=== solver_arbiter ===
**solver_arbiter: placed standard cells**

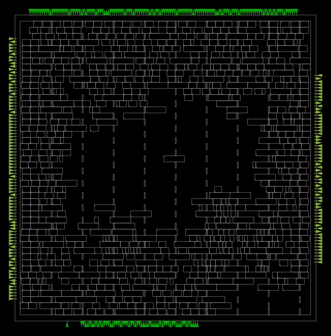

$ cat src/rtl/solver_arbiter.sv
// Round-robin arbiter that shares one AX^2+BX+C solver among N_REQ requesters,
// running one job at a time with completion, timeout and stuck-completion recovery.
module solver_arbiter #(
    parameter int N_REQ   = 4,
    parameter int TIMEOUT = 64,
    localparam int IDW    = (N_REQ > 1) ? $clog2(N_REQ) : 1
) (
    input  logic                 clk,
    input  logic                 rst,
    input  logic [N_REQ-1:0]     req,
    input  logic [8*N_REQ-1:0]   x_in,
    input  logic [16*N_REQ-1:0]  a_in,
    input  logic [16*N_REQ-1:0]  b_in,
    input  logic [16*N_REQ-1:0]  c_in,
    output logic [N_REQ-1:0]     grant,
    output logic [N_REQ-1:0]     done,
    output logic [15:0]          resp_result,
    output logic                 resp_zero,
    output logic                 resp_overflow,
    output logic                 resp_timeout,
    output logic [IDW-1:0]       resp_id,
    output logic                 sol_start,
    output logic                 sol_clear,
    output logic [7:0]           sol_x,
    output logic [15:0]          sol_a,
    output logic [15:0]          sol_b,
    output logic [15:0]          sol_c,
    input  logic [15:0]          sol_result,
    input  logic                 sol_zero,
    input  logic                 sol_overflow,
    input  logic                 sol_completed
);

    localparam int CW = $clog2(TIMEOUT + 1);
    localparam logic [N_REQ-1:0] ONE_HOT0 = N_REQ'(1);

    typedef enum logic [2:0] {
        IDLE    = 3'd0,
        ISSUE   = 3'd1,
        BUSY    = 3'd2,
        RESP    = 3'd3,
        RECOVER = 3'd4,
        ABORT   = 3'd5
    } state_t;

    state_t          state_r;
    logic [IDW-1:0]  rr_ptr_r;
    logic [IDW-1:0]  owner_r;
    logic [CW-1:0]   cnt_r;
    logic            sol_clear_r;

    logic            win_found_s;
    logic [IDW-1:0]  win_idx_s;
    logic [IDW-1:0]  next_ptr_s;
    logic [IDW:0]    sum_s;
    logic [IDW-1:0]  idx_s;
    logic            timeout_hit_s;

    // Round-robin search: first requester at or after rr_ptr_r, wrapping at N_REQ.
    always_comb begin
        win_found_s = 1'b0;
        win_idx_s   = '0;
        sum_s       = '0;
        idx_s       = '0;
        for (int i = 0; i < N_REQ; i++) begin
            sum_s       = {1'b0, rr_ptr_r} + (IDW+1)'(i);
            idx_s       = (sum_s >= (IDW+1)'(N_REQ)) ? IDW'(sum_s - (IDW+1)'(N_REQ))
                                                     : sum_s[IDW-1:0];
            win_idx_s   = (!win_found_s && req[idx_s]) ? idx_s : win_idx_s;
            win_found_s = win_found_s | req[idx_s];
        end
    end

    // Pointer to the index just after the winner, and the phase-timeout detector.
    always_comb begin
        next_ptr_s    = (win_idx_s == IDW'(N_REQ - 1)) ? '0 : win_idx_s + IDW'(1);
        timeout_hit_s = (cnt_r == CW'(TIMEOUT - 1));
    end

    assign sol_clear = sol_clear_r | ~rst;

    // Job FSM with every output registered.
    always_ff @(posedge clk or negedge rst) begin
        if (!rst) begin
            state_r       <= IDLE;
            rr_ptr_r      <= '0;
            owner_r       <= '0;
            cnt_r         <= '0;
            sol_clear_r   <= 1'b0;
            grant         <= '0;
            done          <= '0;
            resp_result   <= 16'd0;
            resp_zero     <= 1'b0;
            resp_overflow <= 1'b0;
            resp_timeout  <= 1'b0;
            resp_id       <= '0;
            sol_start     <= 1'b0;
            sol_x         <= 8'd0;
            sol_a         <= 16'd0;
            sol_b         <= 16'd0;
            sol_c         <= 16'd0;
        end else begin
            grant       <= '0;
            done        <= '0;
            sol_clear_r <= 1'b0;
            case (state_r)
                IDLE: begin
                    if (win_found_s) begin
                        state_r   <= ISSUE;
                        grant     <= ONE_HOT0 << win_idx_s;
                        owner_r   <= win_idx_s;
                        rr_ptr_r  <= next_ptr_s;
                        sol_x     <= x_in[8*win_idx_s +: 8];
                        sol_a     <= a_in[16*win_idx_s +: 16];
                        sol_b     <= b_in[16*win_idx_s +: 16];
                        sol_c     <= c_in[16*win_idx_s +: 16];
                        sol_start <= 1'b1;
                    end else begin
                        state_r   <= IDLE;
                    end
                end
                ISSUE: begin
                    state_r   <= BUSY;
                    cnt_r     <= '0;
                    sol_start <= 1'b1;
                end
                BUSY: begin
                    if (sol_completed) begin
                        state_r       <= RESP;
                        sol_start     <= 1'b0;
                        done          <= ONE_HOT0 << owner_r;
                        resp_id       <= owner_r;
                        resp_result   <= sol_result;
                        resp_zero     <= sol_zero;
                        resp_overflow <= sol_overflow;
                        resp_timeout  <= 1'b0;
                    end else if (timeout_hit_s) begin
                        state_r       <= ABORT;
                        sol_start     <= 1'b0;
                        sol_clear_r   <= 1'b1;
                        done          <= ONE_HOT0 << owner_r;
                        resp_id       <= owner_r;
                        resp_result   <= 16'd0;
                        resp_zero     <= 1'b0;
                        resp_overflow <= 1'b0;
                        resp_timeout  <= 1'b1;
                    end else begin
                        cnt_r <= cnt_r + CW'(1);
                    end
                end
                RESP: begin
                    state_r <= RECOVER;
                    cnt_r   <= '0;
                end
                // Wait for the solver to drop completed so the next job cannot see a stale one.
                RECOVER: begin
                    if (!sol_completed) begin
                        state_r <= IDLE;
                    end else if (timeout_hit_s) begin
                        state_r     <= ABORT;
                        sol_clear_r <= 1'b1;
                    end else begin
                        cnt_r <= cnt_r + CW'(1);
                    end
                end
                ABORT: begin
                    state_r <= IDLE;
                end
                default: begin
                    state_r   <= IDLE;
                    sol_start <= 1'b0;
                end
            endcase
        end
    end

endmodule

$ cat config.mk
export PLATFORM = sky130hd
export DESIGN_NAME = solver_arbiter
export DESIGN_NICKNAME = d
export VERILOG_FILES = /design/src/rtl/solver_arbiter.sv
export SDC_FILE = /design/constraint.sdc
export NUM_CORES = 1
export LEC_CHECK = 0
export CAP_MARGIN = 20
export CORE_AREA = 2 2 132 134
export DETAILED_ROUTE_END_ITERATION = 10
export DIE_AREA = 0 0 134 136
export GPL_TIMING_DRIVEN = 0
export PLACE_DENSITY = 0.81
export REMOVE_ABC_BUFFERS = 1
export SYNTH_ARGS = -nofsm -noshare
export SYNTH_HDL_FRONTEND = slang
export SYNTH_SLANG_ARGS = --single-unit
export TNS_END_PERCENT = 100
$ cat constraint.sdc
create_clock -name clk -period 2.4 [get_ports clk]
set_input_delay 0.36 -clock clk [delete_from_list [all_inputs] [get_ports clk]]
set_output_delay 0.36 -clock clk [all_outputs]
set_load 0.05 [all_outputs]
=== bus_width_decrease_pkt ===
[config.mk]
export PLATFORM = sky130hd
export DESIGN_NAME = bus_width_decrease_pkt
export DESIGN_NICKNAME = d
export VERILOG_FILES = /design/src/rtl/bus_width_decrease_pkt.sv
export SDC_FILE = /design/constraint.sdc
export NUM_CORES = 1
export LEC_CHECK = 0
export CAP_MARGIN = 10
export CORE_AREA = 2 2 97 52
export CTS_BUF_LIST = sky130_fd_sc_hd__clkbuf_8
export CTS_CLUSTER_SIZE = 8
export DETAILED_ROUTE_END_ITERATION = 16
export DIE_AREA = 0 0 99 54
export PLACE_DENSITY = 0.66
export SYNTH_ARGS = -nofsm -noshare
export SYNTH_HDL_FRONTEND = slang
export SYNTH_SLANG_ARGS = --single-unit
[constraint.sdc]
create_clock -name clk -period 3.8 [get_ports clk]
set_clock_uncertainty 0.2 [all_clocks]
set_input_delay 0.57 -clock clk [delete_from_list [all_inputs] [get_ports clk]]
set_output_delay 0.57 -clock clk [all_outputs]
set_load 0.1 [all_outputs]
[src/rtl/bus_width_decrease_pkt.sv]
// Wide-to-narrow stream width converter with partial final words, packet-end marking and
// selectable slice order. One narrow beat per cycle, including across word boundaries.
module bus_width_decrease_pkt #(
  parameter int unsigned SIZE_IN       = 32,
  parameter int unsigned SIZE_OUT      = 8,
  parameter bit          LITTLE_ENDIAN = 1'b1,
  localparam int unsigned RATIO        = SIZE_IN / SIZE_OUT,
  localparam int unsigned CW           = $clog2(RATIO + 1),
  localparam int unsigned IW           = (RATIO > 1) ? $clog2(RATIO) : 1
) (
  input  logic                clk,
  input  logic                rst_n,
  input  logic                input_valid,
  output logic                input_ready,
  input  logic [SIZE_IN-1:0]  data_in,
  input  logic [CW-1:0]       in_beats,
  input  logic                in_last,
  output logic                output_valid,
  input  logic                output_ready,
  output logic [SIZE_OUT-1:0] data_out,
  output logic                out_last,
  output logic                busy
);

  if ((SIZE_IN % SIZE_OUT) != 0) begin : g_size_check
    $error("SIZE_IN must be an integer multiple of SIZE_OUT");
  end

  logic [SIZE_IN-1:0] hold_q;
  logic [CW-1:0]      remaining_q, remaining_d;
  logic [IW-1:0]      idx_q, idx_d;
  logic               last_flag_q, last_flag_d;
  logic [CW-1:0]      n_eff;
  logic               accept, out_fire;

  // Zero or an oversize count means a full word.
  always_comb begin
    n_eff = in_beats;
    if ((in_beats == '0) || (in_beats > CW'(RATIO))) begin
      n_eff = CW'(RATIO);
    end
  end

  assign output_valid = (remaining_q != '0);
  assign busy         = output_valid;
  assign out_last     = last_flag_q & (remaining_q == CW'(1));
  // Combinational path from output_ready lets a new word load as the last slice leaves.
  assign input_ready  = (remaining_q == '0) | ((remaining_q == CW'(1)) & output_ready);
  assign accept       = input_valid & input_ready;
  assign out_fire     = output_valid & output_ready;

  always_comb begin
    data_out = '0;
    for (int i = 0; i < int'(RATIO); i++) begin
      if (idx_q == IW'(i)) data_out = hold_q[i*SIZE_OUT +: SIZE_OUT];
    end
  end

  // Accept takes priority so a retiring word and an incoming word share one edge.
  always_comb begin
    remaining_d = remaining_q;
    idx_d       = idx_q;
    last_flag_d = last_flag_q;
    if (accept) begin
      remaining_d = n_eff;
      last_flag_d = in_last;
      idx_d       = LITTLE_ENDIAN ? '0 : IW'(RATIO - 1);
    end else if (out_fire) begin
      remaining_d = remaining_q - CW'(1);
      idx_d       = LITTLE_ENDIAN ? idx_q + IW'(1) : idx_q - IW'(1);
    end
  end

  always_ff @(posedge clk or negedge rst_n) begin
    if (!rst_n) begin
      remaining_q <= '0;
      idx_q       <= '0;
      last_flag_q <= 1'b0;
    end else begin
      remaining_q <= remaining_d;
      idx_q       <= idx_d;
      last_flag_q <= last_flag_d;
    end
  end

  // Data path is deliberately left unreset; it is only observed while output_valid is high.
  always_ff @(posedge clk) begin
    if (accept) hold_q <= data_in;
  end

endmodule

=== ap_hs_launcher ===
<file path="config.mk">
export PLATFORM = sky130hd
export DESIGN_NAME = ap_hs_launcher
export DESIGN_NICKNAME = d
export VERILOG_FILES = /design/src/rtl/ap_hs_launcher.sv
export SDC_FILE = /design/constraint.sdc
export NUM_CORES = 1
export LEC_CHECK = 0
export CORE_ASPECT_RATIO = 0.6
export CORE_MARGIN = 3
export CORE_UTILIZATION = 40
export DETAILED_ROUTE_END_ITERATION = 10
export PLACE_DENSITY = 0.64
export SETUP_SLACK_MARGIN = 0.3
export SKIP_LAST_GASP = 1
export SLEW_MARGIN = 10
export SYNTH_ARGS = -nofsm -noshare
export SYNTH_HDL_FRONTEND = slang
export SYNTH_SLANG_ARGS = --single-unit
</file>
<file path="constraint.sdc">
create_clock -name clock -period 4.4 [get_ports clock]
set_input_delay 1.1 -clock clock [delete_from_list [all_inputs] [get_ports clock]]
set_output_delay 1.1 -clock clock [all_outputs]
set_load 0.05 [all_outputs]
</file>
<file path="src/rtl/ap_hs_launcher.sv">
// Driving end of the ap_start/ap_ready/ap_done/ap_continue block handshake. It launches a
// programmed number of transactions and reports per-transaction latency and start interval.
module ap_hs_launcher #(
    parameter int unsigned CNT_W   = 16,
    parameter int unsigned LAT_W   = 32,
    parameter int unsigned MAX_OUT = 4,
    parameter int unsigned GAP_W   = 8
) (
    input  logic             clock,
    input  logic             reset,
    input  logic             cfg_start,
    input  logic [CNT_W-1:0] cfg_num_trans,
    input  logic [GAP_W-1:0] cfg_gap,
    input  logic             cont_stall,
    output logic             ap_start,
    input  logic             ap_ready,
    input  logic             ap_done,
    output logic             ap_continue,
    output logic             busy,
    output logic             run_done,
    output logic             lat_valid,
    output logic [CNT_W-1:0] lat_index,
    output logic [LAT_W-1:0] lat_value,
    output logic [LAT_W-1:0] ii_value,
    output logic             err_spurious
);

    localparam int unsigned PtrW = (MAX_OUT > 1) ? $clog2(MAX_OUT) : 1;
    localparam int unsigned OutW = $clog2(MAX_OUT + 1);

    typedef enum logic [2:0] {StIdle, StLaunch, StGap, StDrain, StFin} state_e;

    state_e           state_q, state_d;
    logic [CNT_W-1:0] num_q, issued_q, comp_q;
    logic [GAP_W-1:0] gap_q, gap_cnt_q, gap_cnt_d;
    logic [OutW-1:0]  out_q, out_d;
    logic [PtrW-1:0]  wr_ptr_q, wr_ptr_d, rd_ptr_q, rd_ptr_d;
    logic [LAT_W-1:0] ts_q [MAX_OUT];
    logic [LAT_W-1:0] iim_q [MAX_OUT];
    logic [LAT_W-1:0] now_q, last_acc_q, ii_now;
    logic             first_q, err_q, lat_valid_q;
    logic [CNT_W-1:0] lat_index_q;
    logic [LAT_W-1:0] lat_value_q, ii_value_q;
    logic             load, acc, dn, out_zero, bypass, push, pop, spurious;
    logic [CNT_W-1:0] issued_inc;

    assign ap_continue  = ~cont_stall;
    assign acc          = ap_start & ap_ready;
    assign dn           = ap_done & ap_continue;
    assign out_zero     = (out_q == '0);
    // A same-cycle accept and done with nothing outstanding never touches the FIFO.
    assign bypass       = acc & dn & out_zero;
    assign pop          = dn & ~out_zero;
    assign push         = acc & ~bypass;
    assign spurious     = dn & out_zero & ~acc;
    assign ii_now       = first_q ? '0 : now_q - last_acc_q;
    assign issued_inc   = issued_q + CNT_W'(1);
    assign lat_valid    = lat_valid_q;
    assign lat_index    = lat_index_q;
    assign lat_value    = lat_value_q;
    assign ii_value     = ii_value_q;
    assign err_spurious = err_q;

    always_comb begin
        state_d   = state_q;
        gap_cnt_d = gap_cnt_q;
        ap_start  = 1'b0;
        busy      = 1'b0;
        run_done  = 1'b0;
        load      = 1'b0;
        unique case (state_q)
            StIdle: begin
                if (cfg_start) begin
                    load    = 1'b1;
                    state_d = (cfg_num_trans == '0) ? StFin : StLaunch;
                end
            end
            StLaunch: begin
                busy     = 1'b1;
                ap_start = (out_q < OutW'(MAX_OUT));
                if (acc) begin
                    if (issued_inc == num_q) begin
                        state_d = StDrain;
                    end else if (gap_q != '0) begin
                        state_d   = StGap;
                        gap_cnt_d = gap_q - GAP_W'(1);
                    end
                end
            end
            StGap: begin
                busy = 1'b1;
                if (gap_cnt_q == '0) state_d = StLaunch;
                else gap_cnt_d = gap_cnt_q - GAP_W'(1);
            end
            StDrain: begin
                busy = 1'b1;
                if (out_zero && !dn) state_d = StFin;
            end
            StFin: begin
                run_done = 1'b1;
                state_d  = StIdle;
            end
            default: state_d = StIdle;
        endcase
    end

    always_comb begin
        wr_ptr_d = wr_ptr_q;
        rd_ptr_d = rd_ptr_q;
        out_d    = out_q;
        if (push) wr_ptr_d = (wr_ptr_q == PtrW'(MAX_OUT - 1)) ? '0 : wr_ptr_q + PtrW'(1);
        if (pop)  rd_ptr_d = (rd_ptr_q == PtrW'(MAX_OUT - 1)) ? '0 : rd_ptr_q + PtrW'(1);
        if (push && !pop) out_d = out_q + OutW'(1);
        if (pop && !push) out_d = out_q - OutW'(1);
    end

    always_ff @(posedge clock) begin
        if (push) begin
            ts_q[wr_ptr_q]  <= now_q;
            iim_q[wr_ptr_q] <= ii_now;
        end
    end

    always_ff @(posedge clock) begin
        if (reset) begin
            state_q     <= StIdle;
            num_q       <= '0;
            gap_q       <= '0;
            gap_cnt_q   <= '0;
            issued_q    <= '0;
            comp_q      <= '0;
            out_q       <= '0;
            wr_ptr_q    <= '0;
            rd_ptr_q    <= '0;
            now_q       <= '0;
            last_acc_q  <= '0;
            first_q     <= 1'b1;
            err_q       <= 1'b0;
            lat_valid_q <= 1'b0;
            lat_index_q <= '0;
            lat_value_q <= '0;
            ii_value_q  <= '0;
        end else begin
            state_q     <= state_d;
            gap_cnt_q   <= gap_cnt_d;
            out_q       <= out_d;
            wr_ptr_q    <= wr_ptr_d;
            rd_ptr_q    <= rd_ptr_d;
            now_q       <= now_q + LAT_W'(1);
            err_q       <= (err_q & ~load) | spurious;
            lat_valid_q <= pop | bypass;
            if (load) begin
                num_q    <= cfg_num_trans;
                gap_q    <= cfg_gap;
                issued_q <= '0;
                comp_q   <= '0;
                first_q  <= 1'b1;
            end
            if (acc) begin
                issued_q   <= issued_inc;
                last_acc_q <= now_q;
                first_q    <= 1'b0;
            end
            if (pop || bypass) begin
                comp_q      <= comp_q + CNT_W'(1);
                lat_index_q <= comp_q;
                lat_value_q <= bypass ? '0 : now_q - ts_q[rd_ptr_q];
                ii_value_q  <= bypass ? ii_now : iim_q[rd_ptr_q];
            end
        end
    end

endmodule

</file>
=== matrix_column_scanner ===
`config.mk`:
```
export PLATFORM = sky130hd
export DESIGN_NAME = matrix_column_scanner
export DESIGN_NICKNAME = d
export VERILOG_FILES = /design/src/rtl/matrix_pkg.sv /design/src/rtl/scan_timer.sv /design/src/rtl/matrix_column_scanner.sv
export SDC_FILE = /design/constraint.sdc
export NUM_CORES = 1
export LEC_CHECK = 0
export ABC_AREA = 1
export CORE_MARGIN = 4
export CORE_UTILIZATION = 40
export DETAILED_ROUTE_END_ITERATION = 6
export GPL_TIMING_DRIVEN = 0
export PLACE_DENSITY = 0.71
export SKIP_LAST_GASP = 1
export SYNTH_ARGS = -nofsm -noshare
export SYNTH_HDL_FRONTEND = slang
export SYNTH_SLANG_ARGS = --single-unit
```
`constraint.sdc`:
```
create_clock -name clk -period 4.6 [get_ports clk]
set_clock_uncertainty 0.1 [all_clocks]
set_input_delay 1.15 -clock clk [delete_from_list [all_inputs] [get_ports clk]]
set_output_delay 1.15 -clock clk [all_outputs]
set_load 0.1 [all_outputs]
```
`src/rtl/matrix_pkg.sv`:
```
// Shared geometry, types and column-select helper for the 5x7 LED matrix scanner.
package matrix_pkg;

    localparam int NUM_COLS = 5;
    localparam int NUM_ROWS = 7;

    typedef logic [2:0]          col_idx_t;
    typedef logic [NUM_ROWS-1:0] row_t;

    function automatic logic [NUM_COLS-1:0] col_onehot_n(input col_idx_t c);
        logic [NUM_COLS-1:0] w_one;
        w_one    = '0;
        w_one[0] = 1'b1;
        return ~(w_one << c);
    endfunction

endpackage

```
`src/rtl/scan_timer.sv`:
```
// Slot prescaler and column counter; strobes mark the edge that enters a new slot / frame.
// Strobes are combinational from the counter state; free-running, no backpressure.
module scan_timer
    import matrix_pkg::*;
#(
    parameter int DIV = 1000,
    parameter int PW  = $clog2(DIV)
) (
    input  logic          clk,
    input  logic          rst_n,
    output logic [PW-1:0] o_p,
    output col_idx_t      o_c,
    output logic          o_slot_wrap,
    output logic          o_frame_wrap
);

    logic [PW-1:0] r_p;
    col_idx_t      r_c;
    logic          r_run;
    logic          w_last_p;
    logic          w_last_c;

    assign w_last_p = (r_p == PW'(DIV - 1));
    assign w_last_c = (r_c == col_idx_t'(NUM_COLS - 1));

    // r_p/r_c name the slot entered on the coming edge; r_run keeps the very
    // first entry into slot (0,0) after reset from counting as a frame boundary.
    always_ff @(posedge clk or negedge rst_n) begin
        if (!rst_n) begin
            r_p   <= '0;
            r_c   <= '0;
            r_run <= 1'b0;
        end else begin
            r_run <= 1'b1;
            if (w_last_p) begin
                r_p <= '0;
                r_c <= w_last_c ? '0 : r_c + 1'b1;
            end else begin
                r_p <= r_p + 1'b1;
            end
        end
    end

    assign o_p          = r_p;
    assign o_c          = r_c;
    assign o_slot_wrap  = r_run && (r_p == '0);
    assign o_frame_wrap = o_slot_wrap && (r_c == '0);

endmodule

```
`src/rtl/matrix_column_scanner.sv`:
```
// Time-multiplexed 5x7 matrix driver: per-frame image snapshot, dead-time, blink and blank.
// All outputs registered, reflecting the slot entered on the same edge; free-running.
module matrix_column_scanner
    import matrix_pkg::*;
#(
    parameter int DIV          = 1000,
    parameter int DEAD         = 50,
    parameter int BLINK_FRAMES = 50
) (
    input  logic                clk,
    input  logic                rst_n,
    input  logic [NUM_ROWS-1:0] col_1,
    input  logic [NUM_ROWS-1:0] col_0,
    input  logic                blank,
    input  logic                blink_en,
    output logic [NUM_COLS-1:0] col_n,
    output logic [NUM_ROWS-1:0] row,
    output logic                frame_tick
);

    localparam int PW = $clog2(DIV);
    localparam int FW = (BLINK_FRAMES > 1) ? $clog2(BLINK_FRAMES) : 1;

    logic [PW-1:0] w_p;
    col_idx_t      w_c;
    logic          w_slot_wrap;
    logic          w_frame_wrap;

    row_t                r_img1;
    row_t                r_img0;
    row_t                r_slot_img;
    logic [FW-1:0]       r_f;
    logic                r_b;
    logic [NUM_COLS-1:0] r_col_n;
    row_t                r_row;
    logic                r_frame_tick;

    row_t                w_img1_nxt;
    row_t                w_img0_nxt;
    row_t                w_slot_img_nxt;
    logic [FW-1:0]       w_f_nxt;
    logic                w_f_last;
    logic                w_b_nxt;
    logic                w_outer;
    logic                w_vis;
    logic                w_dead;
    logic                w_dark;

    scan_timer #(
        .DIV (DIV),
        .PW  (PW)
    ) u_scan_timer (
        .clk          (clk),
        .rst_n        (rst_n),
        .o_p          (w_p),
        .o_c          (w_c),
        .o_slot_wrap  (w_slot_wrap),
        .o_frame_wrap (w_frame_wrap)
    );

    // Next-state values are used for the outputs too, so the new snapshot and
    // the toggled blink phase already apply to the boundary cycle itself.
    always_comb begin
        w_img1_nxt     = r_img1;
        w_img0_nxt     = r_img0;
        w_f_nxt        = r_f;
        w_b_nxt        = r_b;
        w_f_last       = (r_f == FW'(BLINK_FRAMES - 1));
        if (w_frame_wrap) begin
            w_img1_nxt = col_1;
            w_img0_nxt = col_0;
            w_f_nxt    = w_f_last ? '0 : r_f + 1'b1;
            w_b_nxt    = w_f_last ? ~r_b : r_b;
        end
        w_outer        = (w_c == '0) || (w_c == col_idx_t'(NUM_COLS - 1));
        w_slot_img_nxt = r_slot_img;
        if (w_slot_wrap) begin
            w_slot_img_nxt = w_outer ? w_img1_nxt : w_img0_nxt;
        end
        w_vis  = !blank && (!blink_en || w_b_nxt);
        w_dead = (DEAD > 0) && (w_p < PW'(DEAD));
        w_dark = !w_vis || w_dead;
    end

    always_ff @(posedge clk or negedge rst_n) begin
        if (!rst_n) begin
            r_img1       <= '0;
            r_img0       <= '0;
            r_slot_img   <= '0;
            r_f          <= '0;
            r_b          <= 1'b1;
            r_col_n      <= '1;
            r_row        <= '0;
            r_frame_tick <= 1'b0;
        end else begin
            r_img1       <= w_img1_nxt;
            r_img0       <= w_img0_nxt;
            r_slot_img   <= w_slot_img_nxt;
            r_f          <= w_f_nxt;
            r_b          <= w_b_nxt;
            r_col_n      <= w_dark ? '1 : col_onehot_n(w_c);
            r_row        <= w_dark ? '0 : w_slot_img_nxt;
            r_frame_tick <= w_frame_wrap;
        end
    end

    assign col_n      = r_col_n;
    assign row        = r_row;
    assign frame_tick = r_frame_tick;

endmodule

```
**bus_width_decrease_pkt: placement density heat map**

10 x 5 tiles, from black (low) to pale yellow (high), 0 to 100% covered.
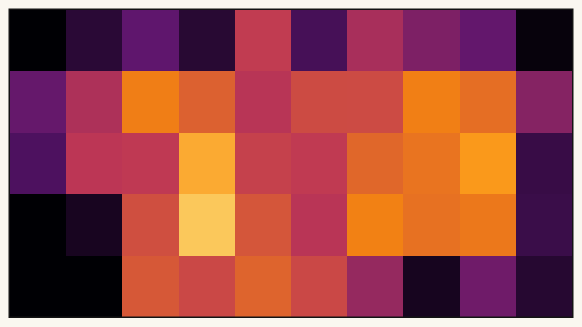
- fullest tile: 88%
- tiles over 75% full: 6.0%
- nearly empty tiles: 10%
- mean over tiles: 42%
core area: 0.00462 mm^2
Initial Utilization: 36.2%
post-layout util: 50.4%

**bus_width_decrease_pkt: nets reached from selected ports**

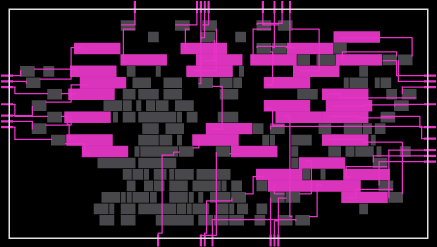
- data_in: magenta (bits 32; direction input; edge 9 north, 9 east, 7 south, 7 west; end cells 32; buffers 32; wire 792 um)

==> results_dict.tcl, bus_width_decrease_pkt <==
# yosys + openroad results
set metrics [dict create \
    synth_area_mm2 0.00167 \
    muxShareOfSynthArea_pct 3.37 \
    timing.fmax_ghz 0.325 \
    ys_area_mm2 0.00167 \
    buffer_area_share_pct 21.0 \
    path_class "register to output pin" \
    fp.dieH_um 54 \
    dp_hpwl_um 2520 \
    vias 1091 \
    diodes 0 \
    crit_end "data_out[1]" \
    worst-path-stages 6 \
    maxSlewViolCount 0 \
    synthesis.nets 163 \
    min_path_cells 1 \
    place_ws_ns 1.04 \
    cts_setup_buffers 0 \
    top_cell_area_share_pct 57.6 \
    crit_path_end_kind "output pin" \
    synth_cell_type_count 29 \
    crit_slowest_cell "and2b_1" \
    cts.clk_slew.worst_paths_ns 0.07 \
    status "completed" \
    finalCriticalPeriod_ns 3.08 \
    worstHoldEndpoint "last_flag_q" \
    drc 0 \
]
[bus_width_decrease_pkt: routing by layer]
layer	global-route usage, %	routed length (um)	up-vias
met1	18.2	1680	529
met2	22.2	1530	27
met3	4.42	178	2
li1	-	-	533
met4	4.11	25	0
met5	0	0	-
[bus_width_decrease_pkt: flip-flops by register name (all words and copies together), names as in the netlist]
| signal | cells |
|---|---|
| hold_q | 32 |
| remaining_q | 3 |
| idx_q | 2 |
| last_flag_q | 1 |
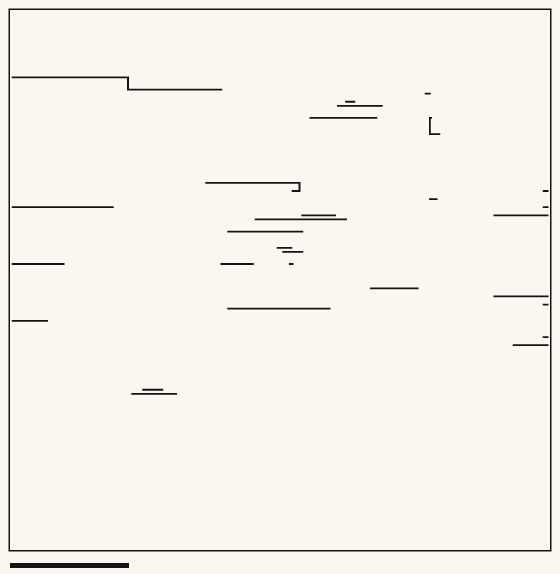
**Above:** matrix_column_scanner (the metal 3 layer).
Scale bar: 20 um.
- nets with wire on the layer: 23
- wire length on this layer: 218 um
- main direction: horizontal
- share of all routed wire: 4.0%

==> results_dict.tcl, matrix_column_scanner <==
# yosys + openroad results
set metrics [dict create \
    cts.clk_slew.worst_paths_ns 0.10 \
    nNetsFinal 381 \
    tns_ns 0 \
    ys_ff 55 \
    drc 0 \
    synth-edff-count 0 \
    n_all_buffers 38 \
    dr.pass1.iters 4 \
    synth_cells 316 \
    status "completed" \
    worstPathCellList "clkdlybuf4s50_1" \
    maxSlewViolCount 0 \
    dominant_cells "sequential cells" \
    grt_use_met1_pct 20.2 \
    synthesis.nets 343 \
    common_cells "inv_1 (69), dfrtp_1 (49), nand2_1 (38)" \
    regArea_mm2 0.00138 \
    yosys_warnings 0 \
]
matrix_column_scanner: state kept, by name (all words and copies together), names as in the netlist:
| register | count |
|---|---|
| frame_tick | 1 |
| r_f | 6 |
| r_img1 | 7 |
| u_scan_timer.o_p | 10 |
| u_scan_timer.o_c | 3 |
| row | 7 |
| r_b | 1 |
| r_img0 | 7 |
| col_n | 5 |
| r_slot_img | 7 |
| u_scan_timer.r_run | 1 |
**solver_arbiter: the metal 3 layer**

Scale bar: 50 um.
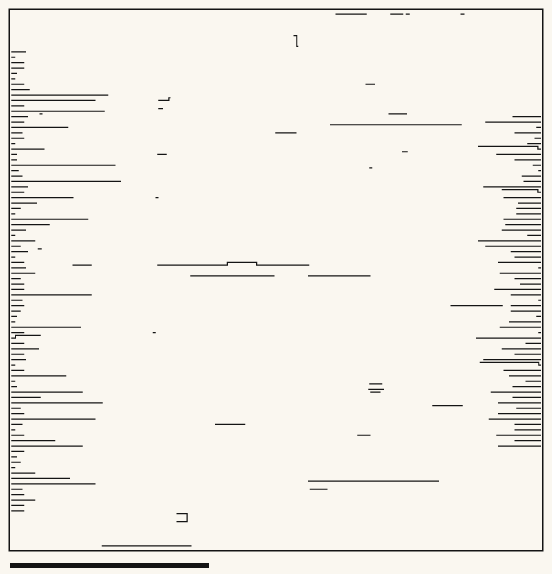
- longest straight run: 32.9 um
- wire length on this layer: 1280 um
Vias: 5155
GRT met3 Usage: 4.66%

Notes on 'placed standard cells' of solver_arbiter above:
flip-flops: 101
Post-Layout Cell Count: 1031
flop share of the area: 27.4%
Fillers: 1470
# Taps: 225

==> results_dict.tcl, solver_arbiter <==
# yosys + openroad results
set metrics [dict create \
    n_all_buffers 342 \
    area.combinational_mm2 0.00258 \
    top_logic_kind "multiplexers" \
    status "completed" \
    wl_met2_um 9280 \
    worstPathCellList "clkdlybuf4s50_1 > a21o_1 > a21oi_1 > o22a_4 > buf_16 > mux2i_1 > o221ai_1" \
    highest_layer "met4" \
    clk_path_buf_depth 2 \
    ant_nets 0 \
    antenna_found_initial 0 \
    busiest_layer "met2" \
    setup_ws_ns 0.109 \
    placed_cells 1015 \
    dpl-instance-area_mm2 0.00892 \
    max_slew_margin_pct 37.8 \
]
solver_arbiter: placed cells by master, fill, tap and decap left out, types with 2 or more instances in the layout:
cell type and instances:
a31oi_1 3, inv_1 6, a22o_1 18, nand2b_1 5
buf_4 2, buf_16 3, ha_1 2, buf_12 3
o21ai_1 2, clkbuf_16 9, inv_8 2, nor4_2 2
clkinvlp_4 2, o21ai_0 4, clkdlybuf4s50_1 334, nor2_1 17
mux2i_1 114, a21oi_1 8, o221ai_1 56, nand3_1 5
and3_1 2, o21bai_1 2, dfrtp_1 101, nand2_1 73
xnor2_1 3
**ap_hs_launcher: the metal 3 layer**

Scale bar: 100 um.
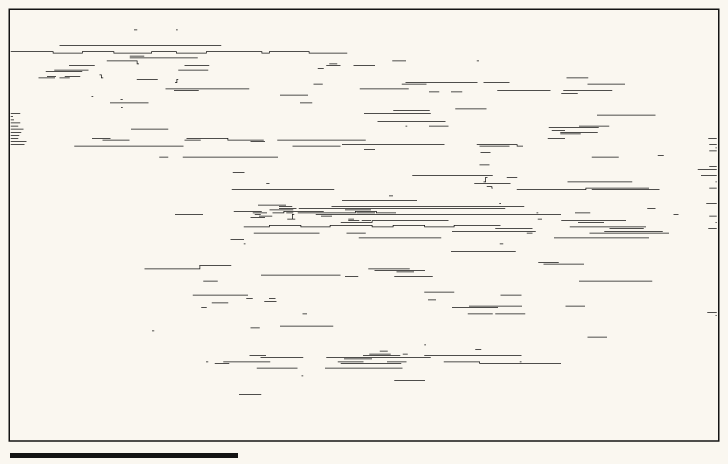
- wire length on this layer: 3270 um
- share of all routed wire: 6.1%
- main direction: horizontal
GRT met3 Usage: 2.86%
Vias: 16.1k
total wire length: 53700 um

==> results_dict.tcl, ap_hs_launcher <==
# yosys + openroad results
set metrics [dict create \
    buffer_area_share_pct 5.80 \
    worst-path-stages 12 \
    yosys_cells 2086 \
    portBuffers 115 \
    nNetsFinal 2284 \
    crit_path_end_kind "register" \
    placed_cells 2845 \
    grt_pass1_vias 15400 \
    max_slew_margin_pct 27.7 \
    ios 116 \
    path_buffers 1 \
    lay_top_cells "nand2_1 (318), edfxtp_1 (256), dfxtp_1 (221)" \
    critPathMaxFanout 15 \
    tns_ns 0 \
    dp_hpwl_um 36000 \
    grt.overflow.total 0 \
    n_all_buffers 152 \
    simple_gate_share_pct 13.9 \
    status "completed" \
    reg.largest.list "iim_q: 128 flops, ts_q: 128 flops" \
    avgRoutedWirePerCell_um 18.3 \
    ys_area_mm2 0.0222 \
    cts.clk_slew.worst_paths_ns 0.06 \
    htree_levels 2 \
    crit_end "lat_value[28]" \
]
-- ap_hs_launcher: per-layer routing --
layer | up-vias | global-route usage [%] | wire, um
met4 | 0 | 3.16 | 614
met3 | 55 | 2.86 | 3270
li1 | 7717 | - | -
met1 | 7906 | 27.4 | 26000
met2 | 395 | 27.4 | 23700
met5 | - | 0 | 0

## Gallery

Selected gate families.
Plate I
Scale bar: 100 um.
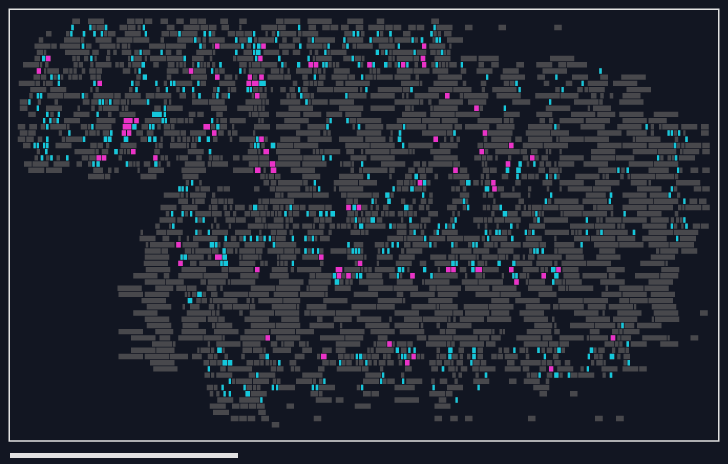
Plate II
Scale bar: 50 um.
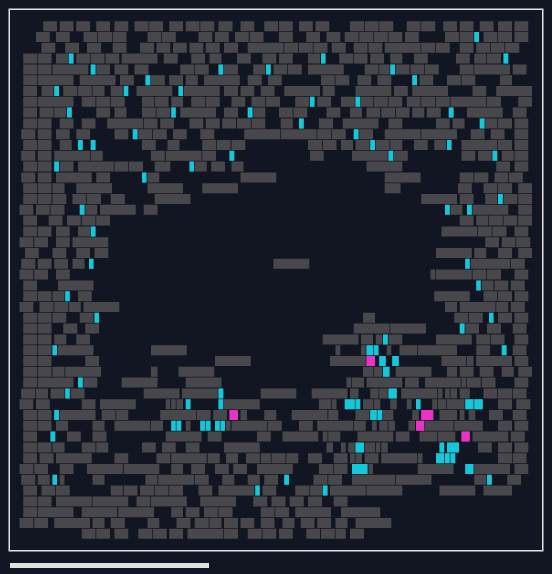
Plate III
Scale bar: 20 um.
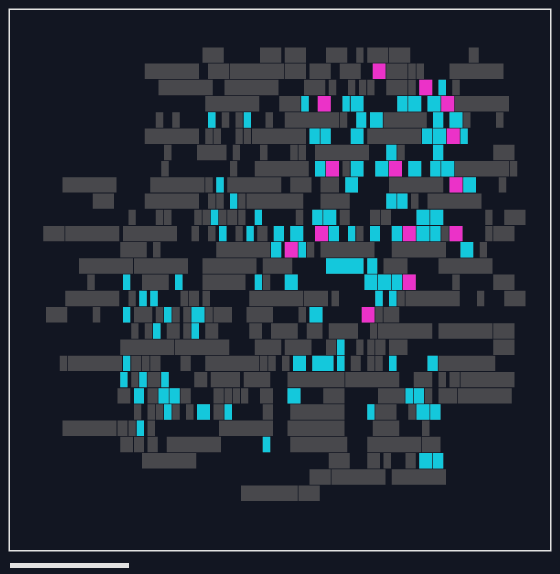
Plate IV
Scale bar: 20 um.
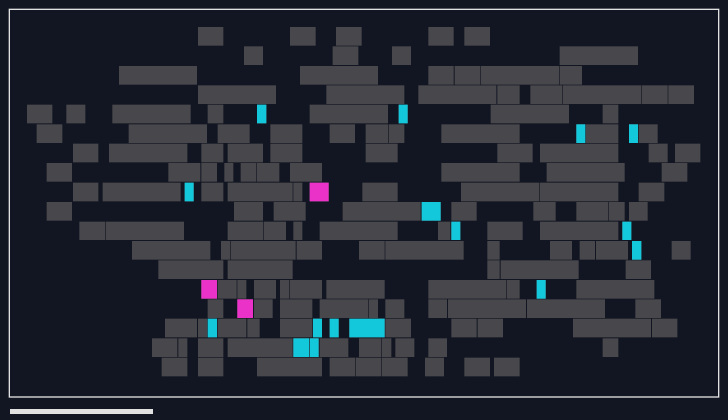
solver_arbiter is Plate II.
matrix_column_scanner is Plate III.
bus_width_decrease_pkt is Plate IV.
ap_hs_launcher is Plate I.


=== sip_inv_rounds ===
**sip_inv_rounds: nets reached from selected ports**

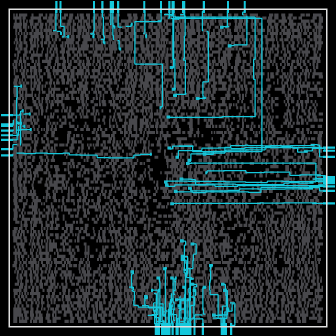

<file path="src/rtl/sip_pkg.sv">
// Shared SipHash round definitions: rotation amounts, lane-state struct,
// 64-bit rotate helpers and the inverse-round engine FSM encoding.
package sip_pkg;

   localparam int SIP_ROT_V1_A = 13;
   localparam int SIP_ROT_V3_A = 16;
   localparam int SIP_ROT_V1_B = 17;
   localparam int SIP_ROT_V3_B = 21;
   localparam int SIP_ROT_HALF = 32;

   typedef struct packed {
      logic [63:0] v0;
      logic [63:0] v1;
      logic [63:0] v2;
      logic [63:0] v3;
   } sip_state_t;

   typedef enum logic [1:0] {
      ST_IDLE = 2'd0,
      ST_RUN  = 2'd1,
      ST_DONE = 2'd2
   } sip_inv_state_t;

   // Rotates are done through a doubled word so a zero amount stays well defined.
   function automatic logic [63:0] rotl64(input logic [63:0] x, input int unsigned n);
      logic [127:0] t;
      t = {x, x} << (n % 64);
      return t[127:64];
   endfunction

   function automatic logic [63:0] rotr64(input logic [63:0] x, input int unsigned n);
      logic [127:0] t;
      t = {x, x} >> (n % 64);
      return t[63:0];
   endfunction

endpackage

</file>
<file path="src/rtl/sip_inv_half_round.sv">
// One inverse SipRound half-round, purely combinational.
// SWAP=0 gives inverse-A (lane 0 carries the rotated half, lane 2 is the
// subtract target of the v3 path); SWAP=1 exchanges lanes 0 and 2 for inverse-B.
module sip_inv_half_round
   import sip_pkg::*;
#(
   parameter int ROT_V1 = SIP_ROT_V1_A,
   parameter int ROT_V3 = SIP_ROT_V3_A,
   parameter bit SWAP   = 1'b0
) (
   input  sip_state_t x,
   output sip_state_t y
);

   logic [63:0] p, r, s, n1, np, n3, nr;

   // Undo the add/rotate/xor chains of the forward half-round, mod 2^64.
   always_comb begin
      p  = SWAP ? x.v2 : x.v0;
      r  = SWAP ? x.v0 : x.v2;
      s  = rotr64(p, SIP_ROT_HALF);
      n1 = rotr64(x.v1 ^ s, ROT_V1);
      np = s - n1;
      n3 = rotr64(x.v3 ^ r, ROT_V3);
      nr = r - n3;
      y.v0 = SWAP ? nr : np;
      y.v1 = n1;
      y.v2 = SWAP ? np : nr;
      y.v3 = n3;
   end

endmodule

</file>
<file path="src/rtl/sip_inv_rounds.sv">
// Iterative inverse-SipRound engine: one inverse half-round per clock,
// valid/ready on input and output.
// Optional feature macro: SIP_INV_BLK_CNT_EN adds a 32-bit completed-block counter.
//
// state   | meaning
// --------+---------------------------------------------------------------
// IDLE    | accepting a new state + round count
// RUN     | applying half-rounds; cnt even -> inverse-B, odd -> inverse-A
// DONE    | result presented, held until out_ready
module sip_inv_rounds
   import sip_pkg::*;
#(
   parameter int MAX_ROUNDS = 8
) (
   input  logic        clk,
   input  logic        rst,
   input  logic        in_valid,
   output logic        in_ready,
   input  logic [3:0]  in_rounds,
   input  logic [63:0] v0_in,
   input  logic [63:0] v1_in,
   input  logic [63:0] v2_in,
   input  logic [63:0] v3_in,
   output logic        out_valid,
   input  logic        out_ready,
   output logic [63:0] v0_out,
   output logic [63:0] v1_out,
   output logic [63:0] v2_out,
   output logic [63:0] v3_out
`ifdef SIP_INV_BLK_CNT_EN
   ,
   output logic [31:0] blk_cnt
`endif
);

   localparam int CNT_W = $clog2(2 * MAX_ROUNDS + 1);
   localparam logic [3:0] MAX_R4 = (MAX_ROUNDS > 15) ? 4'd15 : 4'(MAX_ROUNDS);

   sip_inv_state_t   state;
   sip_state_t       st;
   sip_state_t       half_a;
   sip_state_t       half_b;
   logic [CNT_W-1:0] cnt;
   logic [CNT_W-1:0] load_cnt;
   logic [3:0]       r_clamped;
   logic             in_ready_q;

   assign r_clamped = (in_rounds > MAX_R4) ? MAX_R4 : in_rounds;
   assign load_cnt  = CNT_W'({r_clamped, 1'b0});

   // in_ready is held low for as long as reset is asserted.
   assign in_ready = in_ready_q & ~rst;

   assign v0_out = st.v0;
   assign v1_out = st.v1;
   assign v2_out = st.v2;
   assign v3_out = st.v3;

   sip_inv_half_round #(
      .ROT_V1 (SIP_ROT_V1_A),
      .ROT_V3 (SIP_ROT_V3_A),
      .SWAP   (1'b0)
   ) u_half_a (
      .x (st),
      .y (half_a)
   );

   sip_inv_half_round #(
      .ROT_V1 (SIP_ROT_V1_B),
      .ROT_V3 (SIP_ROT_V3_B),
      .SWAP   (1'b1)
   ) u_half_b (
      .x (st),
      .y (half_b)
   );

   // Sequencing FSM: load, iterate half-rounds, hold the result for the handshake.
   always_ff @(posedge clk) begin
      if (rst) begin
         state      <= ST_IDLE;
         in_ready_q <= 1'b1;
         out_valid  <= 1'b0;
         cnt        <= '0;
         st         <= '0;
      end else begin
         case (state)
            ST_IDLE: begin
               if (in_valid) begin
                  st         <= '{v0: v0_in, v1: v1_in, v2: v2_in, v3: v3_in};
                  cnt        <= load_cnt;
                  in_ready_q <= 1'b0;
                  if (load_cnt == '0) begin
                     state     <= ST_DONE;
                     out_valid <= 1'b1;
                  end else begin
                     state <= ST_RUN;
                  end
               end
            end
            ST_RUN: begin
               st  <= cnt[0] ? half_a : half_b;
               cnt <= cnt - 1'b1;
               if (cnt == CNT_W'(1)) begin
                  state     <= ST_DONE;
                  out_valid <= 1'b1;
               end
            end
            ST_DONE: begin
               if (out_ready) begin
                  state      <= ST_IDLE;
                  out_valid  <= 1'b0;
                  in_ready_q <= 1'b1;
               end
            end
            default: begin
               state      <= ST_IDLE;
               in_ready_q <= 1'b1;
               out_valid  <= 1'b0;
            end
         endcase
      end
   end

`ifdef SIP_INV_BLK_CNT_EN
   // Count completed output handshakes; wraps naturally at 32 bits.
   always_ff @(posedge clk) begin
      if (rst) begin
         blk_cnt <= '0;
      end else if (out_valid && out_ready) begin
         blk_cnt <= blk_cnt + 32'd1;
      end
   end
`endif

endmodule

</file>
<file path="config.mk">
export PLATFORM = sky130hd
export DESIGN_NAME = sip_inv_rounds
export DESIGN_NICKNAME = d
export VERILOG_FILES = /design/src/rtl/sip_pkg.sv /design/src/rtl/sip_inv_half_round.sv /design/src/rtl/sip_inv_rounds.sv
export SDC_FILE = /design/constraint.sdc
export NUM_CORES = 2
export LEC_CHECK = 0
export ABC_AREA = 0
export CAP_MARGIN = 10
export CELL_PAD_IN_SITES_DETAIL_PLACEMENT = 1
export CELL_PAD_IN_SITES_GLOBAL_PLACEMENT = 1
export CORE_MARGIN = 2
export CORE_UTILIZATION = 43
export DETAILED_ROUTE_END_ITERATION = 7
export PLACE_DENSITY_LB_ADDON = 0.1
export SYNTH_ARGS = -nofsm -noshare
export SYNTH_HDL_FRONTEND = slang
export SYNTH_SLANG_ARGS = --single-unit
</file>
<file path="constraint.sdc">
create_clock -name clk -period 12 [get_ports clk]
set_input_delay 1.8 -clock clk [delete_from_list [all_inputs] [get_ports clk]]
set_output_delay 1.8 -clock clk [all_outputs]
set_load 0.02 [all_outputs]
</file>
=== mem_port_arbiter_flat ===
**src/rtl/mem_arb_pkg.sv**
```systemverilog
// rtl/mem_arb_pkg.sv - shared types for the fetch/data memory port arbiter
package mem_arb_pkg;

    localparam int MEM_ADDR_W  = 32;
    localparam int MEM_DATA_W  = 32;
    localparam int MEM_STRB_W  = MEM_DATA_W / 8;
    localparam int BURST_CNT_W = 4;

    typedef enum logic {
        OWNER_FETCH,
        OWNER_DATA
    } mem_owner_e;

    typedef enum logic [1:0] {
        ARB_IDLE,
        ARB_ISSUE,
        ARB_WAIT_RSP
    } mem_arb_state_e;

    typedef struct packed {
        logic                  wr_en;
        logic [MEM_ADDR_W-1:0] addr;
        logic [MEM_DATA_W-1:0] wdata;
        logic [MEM_STRB_W-1:0] wstrb;
    } mem_req_t;

endpackage

```
**src/rtl/mem_port_arbiter_if.sv**
```systemverilog
// rtl/mem_port_arbiter_if.sv - single-ported memory request/response bus
interface mem_port_arbiter_if #(
    parameter int ADDR_W = 32,
    parameter int DATA_W = 32
);
    logic                mem_req_valid;
    logic                mem_wr_en;
    logic [ADDR_W-1:0]   mem_addr;
    logic [DATA_W-1:0]   mem_wdata;
    logic [DATA_W/8-1:0] mem_wstrb;
    logic                mem_req_ready;
    logic                mem_rsp_valid;
    logic [DATA_W-1:0]   mem_rsp_data;

    modport master (
        output mem_req_valid, mem_wr_en, mem_addr, mem_wdata, mem_wstrb,
        input  mem_req_ready, mem_rsp_valid, mem_rsp_data
    );

    modport slave (
        input  mem_req_valid, mem_wr_en, mem_addr, mem_wdata, mem_wstrb,
        output mem_req_ready, mem_rsp_valid, mem_rsp_data
    );
endinterface

```
**src/rtl/mem_arb_select.sv**
```systemverilog
// rtl/mem_arb_select.sv - winner selection with bounded data burst
module mem_arb_select
    import mem_arb_pkg::*;
#(
    parameter int MAX_DATA_BURST = 4
) (
    input  logic                   clk,
    input  logic                   rst_n,
    input  logic                   grant_en,
    input  logic                   if_req_valid,
    input  logic                   d_req_valid,
    output logic                   grant_fetch,
    output logic                   grant_data,
    output logic [BURST_CNT_W-1:0] burst_cnt
);
    localparam logic [BURST_CNT_W-1:0] MAX_CNT = BURST_CNT_W'(MAX_DATA_BURST);

    // Data wins until it has taken MAX_DATA_BURST grants in a row over a waiting fetch.
    always_comb begin
        grant_data  = grant_en && d_req_valid && (!if_req_valid || (burst_cnt < MAX_CNT));
        grant_fetch = grant_en && if_req_valid && !grant_data;
    end

    always_ff @(posedge clk or negedge rst_n) begin
        if (!rst_n) begin
            burst_cnt <= '0;
        end else if (grant_data && if_req_valid) begin
            if (burst_cnt < MAX_CNT) begin
                burst_cnt <= burst_cnt + BURST_CNT_W'(1);
            end
        end else if (grant_data || grant_fetch) begin
            burst_cnt <= '0;
        end
    end
endmodule

```
**src/rtl/mem_port_arbiter.sv**
```systemverilog
// rtl/mem_port_arbiter.sv - shares one memory port between fetch and load/store
module mem_port_arbiter
    import mem_arb_pkg::*;
#(
    parameter int ADDR_W         = MEM_ADDR_W,
    parameter int DATA_W         = MEM_DATA_W,
    parameter int MAX_DATA_BURST = 4
) (
    input  logic                clk,
    input  logic                rst_n,
    input  logic                if_req_valid,
    input  logic [ADDR_W-1:0]   if_addr,
    output logic                if_req_ready,
    output logic                if_rsp_valid,
    output logic [DATA_W-1:0]   if_rsp_data,
    input  logic                d_req_valid,
    input  logic                d_wr_en,
    input  logic [ADDR_W-1:0]   d_addr,
    input  logic [DATA_W-1:0]   d_wdata,
    input  logic [DATA_W/8-1:0] d_wstrb,
    output logic                d_req_ready,
    output logic                d_rsp_valid,
    output logic [DATA_W-1:0]   d_rsp_data,
    mem_port_arbiter_if.master  mem,
    output logic                busy,
    output logic                proto_err
);
    mem_arb_state_e         state_q, state_d;
    mem_owner_e             owner_q;
    mem_req_t               req_q;
    logic                   grant_fetch, grant_data;
    logic [BURST_CNT_W-1:0] burst_cnt;

    mem_arb_select #(.MAX_DATA_BURST(MAX_DATA_BURST)) u_select (
        .clk          (clk),
        .rst_n        (rst_n),
        .grant_en     (state_q == ARB_IDLE),
        .if_req_valid (if_req_valid),
        .d_req_valid  (d_req_valid),
        .grant_fetch  (grant_fetch),
        .grant_data   (grant_data),
        .burst_cnt    (burst_cnt)
    );

    assign if_req_ready  = grant_fetch;
    assign d_req_ready   = grant_data;
    assign busy          = (state_q != ARB_IDLE);
    assign mem.mem_wr_en = req_q.wr_en;
    assign mem.mem_addr  = ADDR_W'(req_q.addr);
    assign mem.mem_wdata = DATA_W'(req_q.wdata);
    assign mem.mem_wstrb = (DATA_W/8)'(req_q.wstrb);

    always_comb begin
        state_d           = state_q;
        mem.mem_req_valid = 1'b0;
        unique case (state_q)
            ARB_IDLE: begin
                if (grant_data || grant_fetch) state_d = ARB_ISSUE;
            end
            ARB_ISSUE: begin
                mem.mem_req_valid = 1'b1;
                if (mem.mem_req_ready) state_d = ARB_WAIT_RSP;
            end
            ARB_WAIT_RSP: begin
                if (mem.mem_rsp_valid) state_d = ARB_IDLE;
            end
            default: state_d = ARB_IDLE;
        endcase
    end

    always_ff @(posedge clk or negedge rst_n) begin
        if (!rst_n) begin
            state_q      <= ARB_IDLE;
            owner_q      <= OWNER_FETCH;
            req_q        <= '0;
            if_rsp_valid <= 1'b0;
            if_rsp_data  <= '0;
            d_rsp_valid  <= 1'b0;
            d_rsp_data   <= '0;
            proto_err    <= 1'b0;
        end else begin
            state_q      <= state_d;
            if_rsp_valid <= 1'b0;
            d_rsp_valid  <= 1'b0;
            if (grant_data) begin
                owner_q <= OWNER_DATA;
                req_q   <= '{wr_en: d_wr_en,
                             addr:  MEM_ADDR_W'(d_addr),
                             wdata: MEM_DATA_W'(d_wdata),
                             wstrb: MEM_STRB_W'(d_wstrb)};
            end else if (grant_fetch) begin
                owner_q <= OWNER_FETCH;
                req_q   <= '{wr_en: 1'b0, addr: MEM_ADDR_W'(if_addr), wdata: '0, wstrb: '0};
            end
            if (state_q == ARB_WAIT_RSP && mem.mem_rsp_valid) begin
                if (owner_q == OWNER_DATA) begin
                    d_rsp_valid <= 1'b1;
                    d_rsp_data  <= mem.mem_rsp_data;
                end else begin
                    if_rsp_valid <= 1'b1;
                    if_rsp_data  <= mem.mem_rsp_data;
                end
            end
            // A response with no transaction in flight (e.g. after a reset) is a protocol fault.
            if (mem.mem_rsp_valid && state_q != ARB_WAIT_RSP) proto_err <= 1'b1;
        end
    end
endmodule

```
**src/flat_wrapper.sv**
```systemverilog
// flat-port wrapper written by rule: the top's interface ports become plain ports
module mem_port_arbiter_flat import mem_arb_pkg::*;
#(
    parameter int ADDR_W         = MEM_ADDR_W,
    parameter int DATA_W         = MEM_DATA_W,
    parameter int MAX_DATA_BURST = 4
)
  (clk, rst_n, if_req_valid, if_addr, if_req_ready, if_rsp_valid, if_rsp_data, d_req_valid, d_wr_en, d_addr, d_wdata, d_wstrb, d_req_ready, d_rsp_valid, d_rsp_data, busy, proto_err, mem_mem_req_valid, mem_mem_wr_en, mem_mem_addr, mem_mem_wdata, mem_mem_wstrb, mem_mem_req_ready, mem_mem_rsp_valid, mem_mem_rsp_data);
  mem_port_arbiter_if #(.ADDR_W(ADDR_W), .DATA_W(DATA_W)) mem_i ();
  input  logic clk;
  input  logic rst_n;
  input  logic if_req_valid;
  input  logic [ADDR_W-1:0] if_addr;
  output logic if_req_ready;
  output logic if_rsp_valid;
  output logic [DATA_W-1:0] if_rsp_data;
  input  logic d_req_valid;
  input  logic d_wr_en;
  input  logic [ADDR_W-1:0] d_addr;
  input  logic [DATA_W-1:0] d_wdata;
  input  logic [DATA_W/8-1:0] d_wstrb;
  output logic d_req_ready;
  output logic d_rsp_valid;
  output logic [DATA_W-1:0] d_rsp_data;
  output logic busy;
  output logic proto_err;
  output wire logic [$bits(mem_i.mem_req_valid)-1:0] mem_mem_req_valid;
  output wire logic [$bits(mem_i.mem_wr_en)-1:0] mem_mem_wr_en;
  output wire logic [$bits(mem_i.mem_addr)-1:0] mem_mem_addr;
  output wire logic [$bits(mem_i.mem_wdata)-1:0] mem_mem_wdata;
  output wire logic [$bits(mem_i.mem_wstrb)-1:0] mem_mem_wstrb;
  input wire logic [$bits(mem_i.mem_req_ready)-1:0] mem_mem_req_ready;
  input wire logic [$bits(mem_i.mem_rsp_valid)-1:0] mem_mem_rsp_valid;
  input wire logic [$bits(mem_i.mem_rsp_data)-1:0] mem_mem_rsp_data;
  assign mem_mem_req_valid = mem_i.mem_req_valid;
  assign mem_mem_wr_en = mem_i.mem_wr_en;
  assign mem_mem_addr = mem_i.mem_addr;
  assign mem_mem_wdata = mem_i.mem_wdata;
  assign mem_mem_wstrb = mem_i.mem_wstrb;
  assign mem_i.mem_req_ready = mem_mem_req_ready;
  assign mem_i.mem_rsp_valid = mem_mem_rsp_valid;
  assign mem_i.mem_rsp_data = mem_mem_rsp_data;
  mem_port_arbiter #(.ADDR_W(ADDR_W), .DATA_W(DATA_W), .MAX_DATA_BURST(MAX_DATA_BURST)) u_core (.clk(clk), .rst_n(rst_n), .if_req_valid(if_req_valid), .if_addr(if_addr), .if_req_ready(if_req_ready), .if_rsp_valid(if_rsp_valid), .if_rsp_data(if_rsp_data), .d_req_valid(d_req_valid), .d_wr_en(d_wr_en), .d_addr(d_addr), .d_wdata(d_wdata), .d_wstrb(d_wstrb), .d_req_ready(d_req_ready), .d_rsp_valid(d_rsp_valid), .d_rsp_data(d_rsp_data), .mem(mem_i), .busy(busy), .proto_err(proto_err));
endmodule
```
**config.mk**
```make
export PLATFORM = sky130hd
export DESIGN_NAME = mem_port_arbiter_flat
export DESIGN_NICKNAME = d
export VERILOG_FILES = /design/src/rtl/mem_arb_pkg.sv /design/src/rtl/mem_port_arbiter_if.sv /design/src/rtl/mem_arb_select.sv /design/src/rtl/mem_port_arbiter.sv /design/src/flat_wrapper.sv
export SDC_FILE = /design/constraint.sdc
export NUM_CORES = 1
export LEC_CHECK = 0
export ABC_AREA = 1
export CORE_MARGIN = 4
export CORE_UTILIZATION = 45
export DETAILED_ROUTE_END_ITERATION = 16
export GPL_TIMING_DRIVEN = 0
export PLACE_DENSITY = 0.95
export SLEW_MARGIN = 20
export SYNTH_ARGS = -nofsm -noshare
export SYNTH_HDL_FRONTEND = slang
export SYNTH_SLANG_ARGS = --single-unit
```
**constraint.sdc**
```tcl
create_clock -name clk -period 2.9 [get_ports clk]
set_input_delay 0.435 -clock clk [delete_from_list [all_inputs] [get_ports clk]]
set_output_delay 0.435 -clock clk [all_outputs]
set_load 0.005 [all_outputs]
```

==> notes/layouts.md <==
Pictures saved along the way, in no particular order.

Placed standard cells.
picture 1
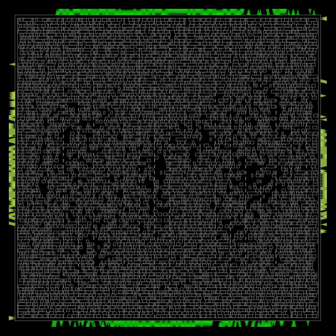
picture 2
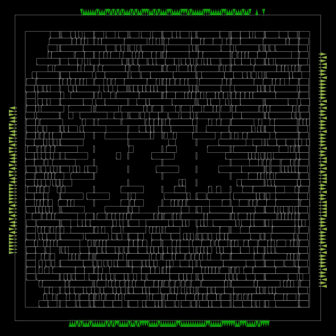
Of these, most sequential cells: picture 1
Of these, highest utilization: picture 2
For sip_inv_rounds, see picture 1.
For mem_port_arbiter_flat, see picture 2.

**sip_inv_rounds: selected gate families**

Scale bar: 100 um.
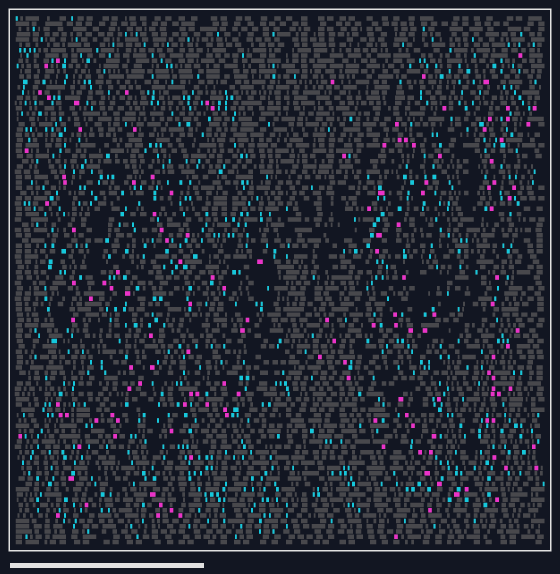
- and/or cells: magenta (cells 146; most used and2_1; where widely spread)
- nand cells: cyan (cells 709; most used nand2_1; where widely spread)

**sip_inv_rounds: the metal 3 layer**

Scale bar: 100 um.
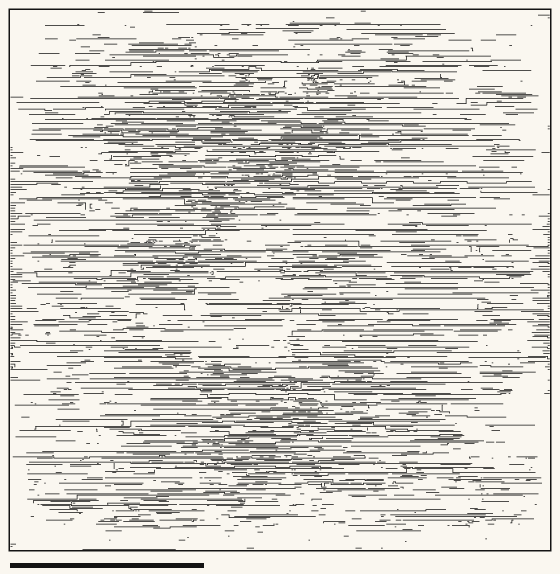
- longest straight run: 148 um
- share of all routed wire: 14%
- main direction: horizontal
- nets with wire on the layer: 1096
GRT met3 Usage: 20.9%
total wire length: 230000 um
Vias: 42.4k

## Picture notes: 'nets reached from selected ports' of sip_inv_rounds
- v1_in: cyan (bits 64; direction input; edge 28 south, 17 north, 11 east, 8 west; end cells 64; buffers 64; wire 4440 um)
# port buffers: 521
Ports: 522

==> results_dict.tcl, sip_inv_rounds <==
# yosys + openroad results
set metrics [dict create \
    numCtsBuffers 39 \
    critPathTopFamily "AND-OR/OR-AND gates" \
    cts_resized 0 \
    finalCriticalPeriod_ns 5.57 \
    hold_start "v2_out[9]" \
    crit_path_end_kind "register" \
    violations "capacitance limit, slew limit" \
    status "finished with violations" \
    clk_path_buf_depth 3 \
    nNetsFinal 5264 \
    worst-path-stages 15 \
    dp_hpwl_um 180000 \
    setup_violations 0 \
    diodes 7 \
    maxSlewViolCount 3 \
    comb_area_share_pct 63.1 \
    finalPower_mw 14.0 \
    cap_violations 1 \
    timing.fmax_ghz 0.180 \
]
==> sip_inv_rounds: cell usage in the layout (no fill, tap or decap), drive strengths merged, types with 29 or more instances in the layout <==
cell type / n
dfxtp: 265
clkdlybuf4s50: 520
nor3: 151
a311oi: 43
nor2: 475
a31oi: 52
o21ai: 297
nand2: 540
clkbuf: 51
mux2i: 83
and2: 49
and3: 30
inv: 93
o31ai: 29
a21o: 69
a211oi: 50
nand3: 97
nor2b: 36
nand4: 36
buf: 170
xor2: 173
a221oi: 112
or2: 31
maj3: 73
o221ai: 66
o211ai: 59
a21oi: 305
o21bai: 34
ha: 98
xnor2: 473
**mem_port_arbiter_flat: selected gate families**

Scale bar: 20 um.
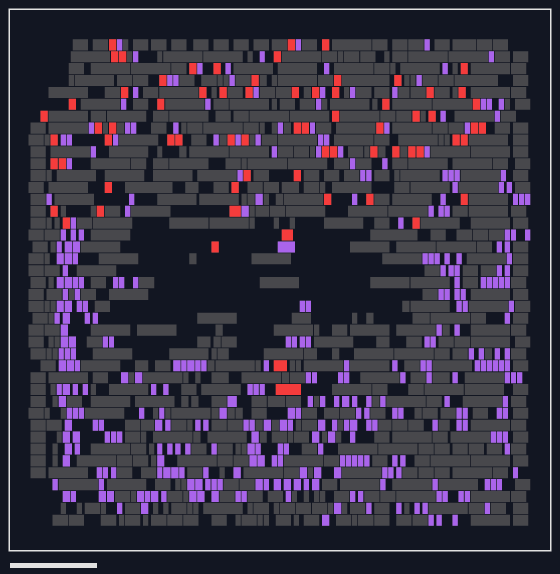
- nand cells: purple (cells 349; most used nand2_1; where widely spread)
- aoi and oai cells: red (cells 69; most used o21ai_0)
combinational share of cell area: 19.0%
most frequent logic cell in the layout: nand2_1

==> results_dict.tcl, mem_port_arbiter_flat <==
# yosys + openroad results
set metrics [dict create \
    clkPwrFrac_pct 22.6 \
    worstPathCellList "inv_2 > nand2_4 > nor2_4 > nand2_2 > inv_2 > buf_2 > clkdlybuf4s50_1" \
    avgRoutedWirePerCell_um 16.0 \
    crit_path_end_kind "output pin" \
    clk_path_buf_depth 2 \
    sh_seq_area_pct 37.0 \
    status "completed" \
    synth-edff-count 0 \
    ys_ff 143 \
    worstRegToRegCells 6 \
    rsz0062_at_grt "no" \
    common_cells "nand2_1 (281), dfrtp_1 (143), inv_1 (104)" \
    flops 143 \
    topCellsByArea "dfrtp_1 (60%), nand2_1 (18%), inv_1 (6.5%)" \
    p_clk_mw 2.23 \
    synthFlopType "dfrtp_1" \
    switchingPower_mw 3.27 \
    cpMostUsedCell "inv_2" \
    drt-initial-drc-count 319 \
    ys_sh_xor_pct 0.146 \
    regArea_mm2 0.00358 \
]
## mem_port_arbiter_flat: layer usage
| metal | track usage [%] | part of all wire, % |
|---|---|---|
| met5 | 0 | 0 |
| met3 | 7.13 | 7.4 |
| met2 | 42.1 | 49 |
| met1 | 29.1 | 38 |
| met4 | 14.5 | 5.4 |
## mem_port_arbiter_flat: metrics by stage
step	cells	hold slack (ns)	TNS [ns]
finish	1199	0.474	0
global placement	1165	0.461	-586.05
detailed placement	1166	0.430	0
global route	1199	0.488	0
floorplan	715	0.139	0
CTS	1199	0.480	0


==> layout pictures side by side <==
Placed standard cells.
panel A
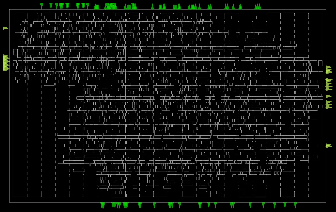
panel B
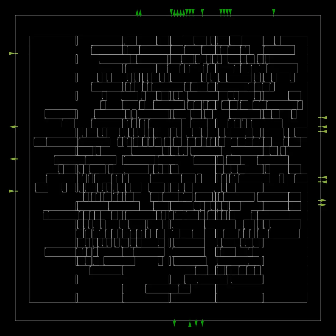
panel C
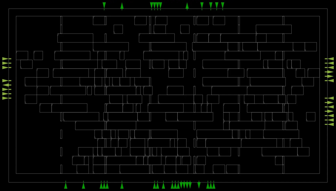
- most sequential cells: panel A
Panel A is ap_hs_launcher.
Panel B is matrix_column_scanner.
Panel C is bus_width_decrease_pkt.


==> notes/layouts.md <==
Pictures saved along the way, in no particular order.

Nets reached from selected ports.
shot_01.png
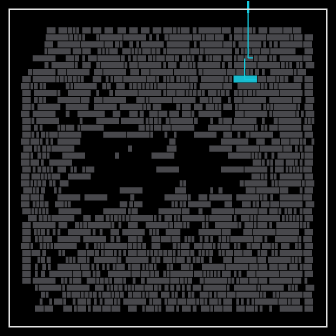
shot_02.png
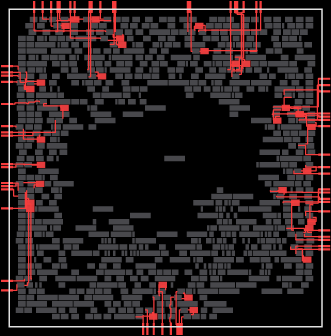
shot_03.png
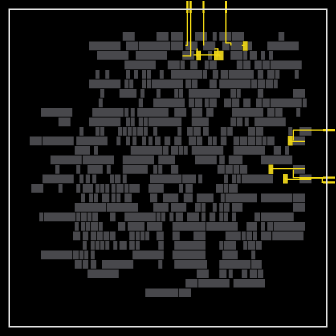
shot_04.png
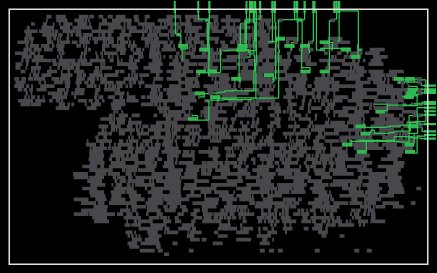
shot_04.png: ap_hs_launcher
shot_03.png: matrix_column_scanner
shot_01.png: mem_port_arbiter_flat
shot_02.png: solver_arbiter

Key to shot_04.png:
- ii_value: green (bits 32; direction output; edge 19 north, 13 east; end cells 32; buffers 32; wire 1650 um)

Power and IR drop assume default switching activity.
